==================== block 1
File: src/rtl/morph_pass_ctrl.sv
// morph_pass_ctrl: sequences a two-pass morphological opening (erode, then dilate)
// over a frame buffer pair. Walks interior rows column by column, inserts an idle
// gap between rows, then drains the engine write pipeline before switching
// passes or finishing.
module morph_pass_ctrl #(
  parameter int PIC_WIDTH  = 250,
  parameter int PIC_HEIGHT = 250,
  parameter int LAT        = 2,
  parameter int GAP        = 2
) (
  input  logic       clk,
  input  logic       rst_n,
  input  logic       start,
  input  logic       abort,
  output logic       busy,
  output logic       done,
  output logic       mode,
  output logic       rd_en,
  output logic [9:0] rd_row,
  output logic [9:0] rd_col,
  output logic       rd_buf,
  output logic       wr_buf,
  output logic       eng_valid,
  output logic       wr_en,
  output logic [9:0] wr_row,
  output logic [9:0] wr_col
);

  localparam logic [2:0] S_IDLE  = 3'd0;
  localparam logic [2:0] S_ROW   = 3'd1;
  localparam logic [2:0] S_GAP   = 3'd2;
  localparam logic [2:0] S_DRAIN = 3'd3;
  localparam logic [2:0] S_DONE  = 3'd4;

  localparam int         DEPTH    = LAT + 1;
  localparam logic [9:0] LAST_COL = 10'(PIC_WIDTH - 1);
  localparam logic [9:0] LAST_ROW = 10'(PIC_HEIGHT - 2);
  localparam logic [3:0] GAP_LAST = 4'(GAP - 1);

  logic [2:0]       state;
  logic             pass;
  logic [3:0]       gap_cnt;
  logic [DEPTH-1:0] pipe_vld;
  logic [9:0]       pipe_row [DEPTH];
  logic [9:0]       pipe_col [DEPTH];
  logic             pipe_empty;
  logic             wr_issue;

  // A fetched column c>=2 completes the window centred on column c-1.
  assign pipe_empty = ~|pipe_vld;
  assign wr_issue   = rd_en && (rd_col >= 10'd2);

  assign busy   = (state != S_IDLE);
  assign done   = (state == S_DONE);
  assign rd_en  = (state == S_ROW);
  assign mode   = pass;
  assign rd_buf = pass;
  assign wr_buf = busy & ~pass;
  assign wr_en  = pipe_vld[DEPTH-1];
  assign wr_row = pipe_row[DEPTH-1];
  assign wr_col = pipe_col[DEPTH-1];

  // Pass sequencer: row walk, inter-row gap, drain, pass switch and completion.
  always_ff @(posedge clk or negedge rst_n) begin
    if (!rst_n) begin
      state   <= S_IDLE;
      pass    <= 1'b0;
      rd_row  <= 10'd0;
      rd_col  <= 10'd0;
      gap_cnt <= 4'd0;
    end else if (abort) begin
      state   <= S_IDLE;
      pass    <= 1'b0;
      gap_cnt <= 4'd0;
    end else begin
      case (state)
        S_IDLE: begin
          if (start) begin
            state  <= S_ROW;
            pass   <= 1'b0;
            rd_row <= 10'd1;
            rd_col <= 10'd0;
          end
        end
        S_ROW: begin
          if (rd_col == LAST_COL) begin
            state   <= S_GAP;
            gap_cnt <= 4'd0;
          end else begin
            rd_col <= rd_col + 10'd1;
          end
        end
        S_GAP: begin
          if (gap_cnt == GAP_LAST) begin
            if (rd_row == LAST_ROW) begin
              state <= S_DRAIN;
            end else begin
              state  <= S_ROW;
              rd_row <= rd_row + 10'd1;
              rd_col <= 10'd0;
            end
          end else begin
            gap_cnt <= gap_cnt + 4'd1;
          end
        end
        S_DRAIN: begin
          if (pipe_empty) begin
            if (!pass) begin
              state  <= S_ROW;
              pass   <= 1'b1;
              rd_row <= 10'd1;
              rd_col <= 10'd0;
            end else begin
              state <= S_DONE;
            end
          end
        end
        S_DONE: begin
          state <= S_IDLE;
          pass  <= 1'b0;
        end
        default: state <= S_IDLE;
      endcase
    end
  end

  // The engine sees each fetched column one cycle after the fetch request.
  always_ff @(posedge clk or negedge rst_n) begin
    if (!rst_n) eng_valid <= 1'b0;
    else        eng_valid <= rd_en;
  end

  // Write pipeline: carries valid/row/col alongside the fetch and engine latency.
  always_ff @(posedge clk or negedge rst_n) begin
    if (!rst_n) begin
      pipe_vld <= '0;
      for (int i = 0; i < DEPTH; i++) begin
        pipe_row[i] <= 10'd0;
        pipe_col[i] <= 10'd0;
      end
    end else if (abort) begin
      pipe_vld <= '0;
      for (int i = 0; i < DEPTH; i++) begin
        pipe_row[i] <= 10'd0;
        pipe_col[i] <= 10'd0;
      end
    end else begin
      pipe_vld[0] <= wr_issue;
      pipe_row[0] <= rd_row;
      pipe_col[0] <= rd_col - 10'd1;
      for (int i = 1; i < DEPTH; i++) begin
        pipe_vld[i] <= pipe_vld[i-1];
        pipe_row[i] <= pipe_row[i-1];
        pipe_col[i] <= pipe_col[i-1];
      end
    end
  end

endmodule

File: config.mk
export PLATFORM = sky130hd
export DESIGN_NAME = morph_pass_ctrl
export DESIGN_NICKNAME = d
export VERILOG_FILES = /design/src/rtl/morph_pass_ctrl.sv
export SDC_FILE = /design/constraint.sdc
export NUM_CORES = 1
export LEC_CHECK = 0
export ABC_AREA = 1
export CORE_ASPECT_RATIO = 0.5
export CORE_MARGIN = 8
export CORE_UTILIZATION = 25
export DETAILED_ROUTE_END_ITERATION = 10
export DONT_BUFFER_PORTS = 1
export REMOVE_ABC_BUFFERS = 1
export SKIP_LAST_GASP = 1
export SLEW_MARGIN = 20
export SYNTH_ARGS = -nofsm -noshare
export SYNTH_HDL_FRONTEND = slang
export SYNTH_SLANG_ARGS = --single-unit
File: constraint.sdc
create_clock -name clk -period 3.85 [get_ports clk]
set_clock_uncertainty 0.1 [all_clocks]
set_input_delay 0.77 -clock clk [delete_from_list [all_inputs] [get_ports clk]]
set_output_delay 0.77 -clock clk [all_outputs]
set_load 0.02 [all_outputs]
==================== block 2
==> src/rtl/tm_stream_pkg.sv <==
// tm_stream_pkg: shared types and constants for the tone-mapping stream buffer.
package tm_stream_pkg;
    localparam int PIX_W   = 8;
    localparam int ENTRY_W = 3*PIX_W+2;
    localparam int CNT_W   = 16;
    typedef enum logic [1:0] {WAIT_SOP, PASS, DROP} state_t;
    typedef struct packed {
        logic             sop;
        logic             eop;
        logic [PIX_W-1:0] r;
        logic [PIX_W-1:0] g;
        logic [PIX_W-1:0] b;
    } entry_t;
endpackage

==> src/rtl/tm_sfifo_ram.sv <==
// tm_sfifo_ram: simple dual-port RAM with registered, read-before-write output.
module tm_sfifo_ram #(
    parameter int DW    = 26,
    parameter int DEPTH = 64,
    parameter int AW    = $clog2(DEPTH)
) (
    input  logic          clk,
    input  logic          reset_n,
    input  logic          we,
    input  logic [AW-1:0] waddr,
    input  logic [DW-1:0] wdata,
    input  logic [AW-1:0] raddr,
    output logic [DW-1:0] rdata
);
    logic [DW-1:0] mem [DEPTH];
    always_ff @(posedge clk)
        if (we) mem[waddr] <= wdata;
    always_ff @(posedge clk)
        if (!reset_n) rdata <= '0;
        else rdata <= mem[raddr];
endmodule

==> src/rtl/tm_stream_buffer.sv <==
// tm_stream_buffer: frame-aware FWFT FIFO between the tone-mapper and a valid/ready sink.
// Overflow truncates the current frame and resynchronises on the next sop.
module tm_stream_buffer
    import tm_stream_pkg::*;
#(
    parameter int W     = PIX_W,
    parameter int DEPTH = 64,
    parameter int AW    = $clog2(DEPTH)
) (
    input  logic             clk,
    input  logic             reset_n,
    input  logic             sop_i,
    input  logic             eop_i,
    input  logic             valid_i,
    input  logic [W-1:0]     data_r_i,
    input  logic [W-1:0]     data_g_i,
    input  logic [W-1:0]     data_b_i,
    input  logic             ready_i,
    output logic [3*W-1:0]   data_o,
    output logic             sop_o,
    output logic             eop_o,
    output logic             valid_o,
    output logic [AW:0]      fill_o,
    output logic             overflow_o,
    output logic             err_sop_o,
    output logic [CNT_W-1:0] drop_cnt_o,
    input  logic             clr_stat_i
);
    localparam int EW = 3*W+2;
    state_t state, state_n;
    logic [AW-1:0] wr_ptr, rd_ptr, raddr;
    logic [AW:0] fill;
    logic [EW-1:0] head;
    logic [CNT_W-1:0] drop_cnt;
    logic full, wr, rd, ovf_n, err_n, inc, in_frame;
    assign full  = fill == (AW+1)'(DEPTH);
    assign rd    = valid_o & ready_i;
    assign raddr = rd_ptr + AW'(rd);
    always_comb begin
        state_n = state;
        wr      = 1'b0;
        ovf_n   = 1'b0;
        err_n   = 1'b0;
        inc     = 1'b0;
        case (state)
            PASS: if (valid_i) begin
                if (full) begin
                    ovf_n   = 1'b1;
                    inc     = 1'b1;
                    state_n = DROP;
                end else begin
                    wr    = 1'b1;
                    err_n = sop_i & in_frame;
                end
            end
            default: if (valid_i && sop_i && !full) begin
                wr      = 1'b1;
                state_n = PASS;
            end
        endcase
    end
    // valid_o tracks entries already in RAM before this edge, giving the one-cycle write-to-read latency
    always_ff @(posedge clk) begin
        if (!reset_n) begin
            state      <= WAIT_SOP;
            wr_ptr     <= '0;
            rd_ptr     <= '0;
            fill       <= '0;
            valid_o    <= 1'b0;
            overflow_o <= 1'b0;
            err_sop_o  <= 1'b0;
            in_frame   <= 1'b0;
        end else begin
            state      <= state_n;
            wr_ptr     <= wr_ptr + AW'(wr);
            rd_ptr     <= raddr;
            fill       <= fill + (AW+1)'(wr) - (AW+1)'(rd);
            valid_o    <= (fill - (AW+1)'(rd)) != '0;
            overflow_o <= ovf_n;
            err_sop_o  <= err_n;
            in_frame   <= wr ? !eop_i : in_frame;
        end
    end
    always_ff @(posedge clk) begin
        if (!reset_n) drop_cnt <= '0;
        else if (clr_stat_i) drop_cnt <= CNT_W'(inc);
        else if (inc && drop_cnt != '1) drop_cnt <= drop_cnt + 1'b1;
    end
    tm_sfifo_ram #(.DW(EW), .DEPTH(DEPTH), .AW(AW)) u_ram (
        .clk     (clk),
        .reset_n (reset_n),
        .we      (wr),
        .waddr   (wr_ptr),
        .wdata   ({sop_i, eop_i, data_r_i, data_g_i, data_b_i}),
        .raddr   (raddr),
        .rdata   (head)
    );
    assign sop_o      = head[EW-1];
    assign eop_o      = head[EW-2];
    assign data_o     = head[3*W-1:0];
    assign fill_o     = fill;
    assign drop_cnt_o = drop_cnt;
endmodule

==> config.mk <==
export PLATFORM = sky130hd
export DESIGN_NAME = tm_stream_buffer
export DESIGN_NICKNAME = d
export VERILOG_FILES = /design/src/rtl/tm_stream_pkg.sv /design/src/rtl/tm_sfifo_ram.sv /design/src/rtl/tm_stream_buffer.sv
export SDC_FILE = /design/constraint.sdc
export NUM_CORES = 2
export LEC_CHECK = 0
export CAP_MARGIN = 20
export CORE_UTILIZATION = 55
export CTS_CLUSTER_SIZE = 14
export DETAILED_ROUTE_END_ITERATION = 10
export PLACE_DENSITY_LB_ADDON = 0.05
export SYNTH_ARGS = -nofsm -noshare
export SYNTH_HDL_FRONTEND = slang
export SYNTH_HIERARCHICAL = 1
export SYNTH_SLANG_ARGS = --single-unit
==> constraint.sdc <==
create_clock -name clk -period 11.13 [get_ports clk]
set_clock_uncertainty 0.05 [all_clocks]
set_input_delay 2.226 -clock clk [delete_from_list [all_inputs] [get_ports clk]]
set_output_delay 2.226 -clock clk [all_outputs]
set_load 0.02 [all_outputs]

## Gallery

Clock nets.
Plate I
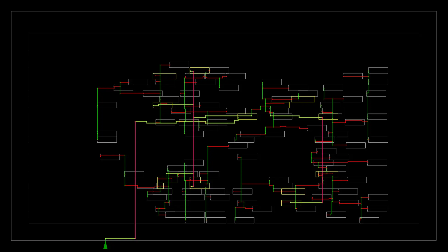
Plate II
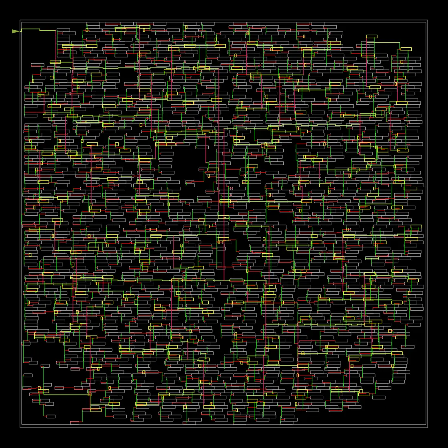
Block 2 is Plate II.
Block 1 is Plate I.

==> block_2/detail.png <==
Window x 68 to 108, y 243 to 283 µm. Cells in grey, sequential cells in the stronger grey; small squares are vias.
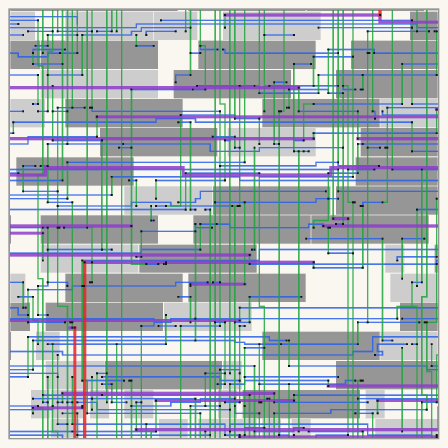
| layer | colour |
|---|---|
| metal 4 | red |
| metal 2 | green |
| metal 1 | blue |
| metal 3 | purple |
cells with their middle in the window: 53
netlist names of flops here include: u_ram/mem (24)
most frequent: edfxtp_1 (24), mux4_2 (7)
sequential cells in the window: 24

==> block_2/flops_by_reg.png <==
The bar under the picture is 100 µm long.
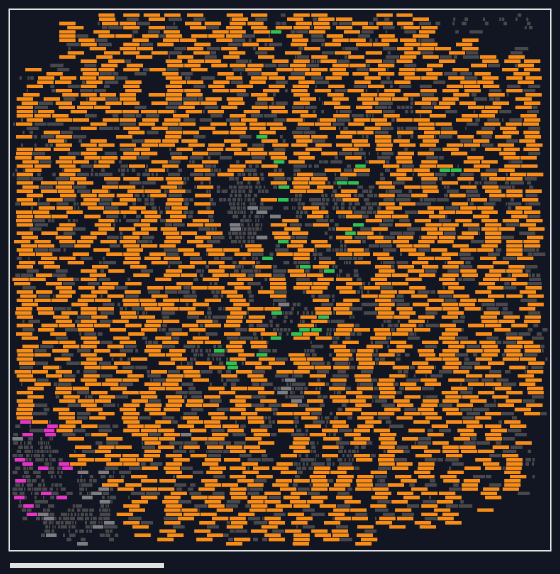
| netlist name | colour | sequential cells | where |
|---|---|---|---|
| u_ram/mem | orange | 1,664 | widely spread |
| u_ram/rdata | green | 26 | centre |
| drop_cnt_o | magenta | 16 | south-west |
not coloured: 25

==> run_results.csv, block 2 <==
group,metric,value,unit
status,status,"complete, no violations",
synthesis,synth_simple_gate_area_share,0.02345,
power_and_ir_drop,combinationalPower,1780,µW
floorplanning,die_h,350.1,µm
clock_tree,cts_num_sinks,1731,
grt,grt.overflow.total,0,
final_timing,finalSetupViolCount,0,
synthesis,yosysCellCount,3102,
route,wl_met1,70220,µm
grt,grt.busiest_layer,"met2",
power_and_ir_drop,p_per_area,194.5,nW/µm²
placed_design,placement.io_buffers,82,
layout,top_register,"u_ram/mem",
power_and_ir_drop,intPower,11160,µW
critical_path,rr_worst_depth,10,
synthesis,synth_top_area_share,0.7498,
clock_tree,buffer_count_from_post_cts_setup_fixing,0,
layout,final-instance-count-excl-fill,5080,
layout,inv_count,18,
critical_path,crit_path_max_incr_delay,1.01,ns
route,drt_wl_total,177200,µm
power_and_ir_drop,p_clk,5610,µW
min_path,hold_end,"err_sop_o",
synthesis,syn_inst,3102,
layout,finalNetCount,3370,
==> block_1/io_fan.png <==
The bar under the picture is 50 µm long.
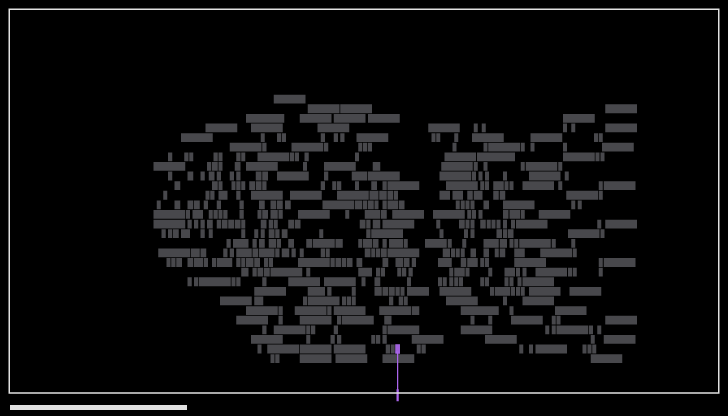
| port | colour | bits | direction | end cells | buffers | wire |
|---|---|---|---|---|---|---|
| wr_buf | purple | 1 | output | 1 | 0 | 11.5 µm |

==> run_results.csv, block 1 <==
group,metric,value,unit
status,status,"complete, no violations",
critical_path,timing.critical_path.from,"state[0]",
route,routed_wire_length_per_instance,12.39,µm
power_and_ir_drop,seq_power,1240,µW
final_timing,finalHoldWorstSlack,0.03107,ns
synthesis,top_area_cell,"sky130_fd_sc_hd__dfrtp_1",
route,drt_wl_total,8796,µm
layout,clock_buffer_count,11,
clock_tree,cts_max_path_buffers,2,
layout,finalNetCount,491,
layout,area.share.sequential,0.4926,
layout,final.signal_buffer_count,0,
layout,lay_top_cells,"sky130_fd_sc_hd__nor2_1 (94), sky130_fd_sc_hd__dfrtp_1 (92), sky130_fd_sc_hd__nand2_1 (84)",
power_and_ir_drop,combinationalPower,547,µW
route,drt_first_pass_iters,4,
floorplanning,dieArea,21680,µm²
clock_tree,worstSkewPairLatency,0.34,ns
route,vias_per_cell,4.103,
critical_path,worst_ep_required_time,2.98,ns
layout,area.combinational,1435,µm²
clock_tree,htree_num_levels,3,
grt,global_route_wire_length_before_repair,14780,µm
synthesis,postSynth.asyncResetShare,1.000,
power_and_ir_drop,power.switching_fraction,0.3176,
grt,globalRouteTotalUtil,0.08575,
synthesis,synthMuxAreaShare,0,
grt,antenna_violations_before_repair,0,
placed_design,place_inst,695,
layout,seq_cells,92,


==> screenshots <==
Signal wires by layer.
Only two layers are drawn.
shot_01.png
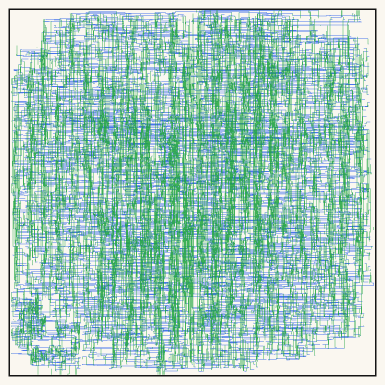
shot_02.png
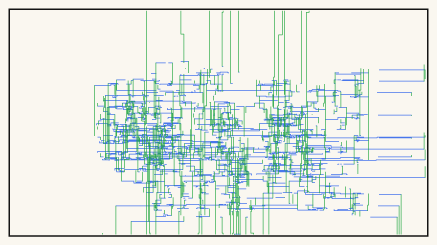
shot_02.png -> block 1
shot_01.png -> block 2
The one with the most wire is shot_01.png.

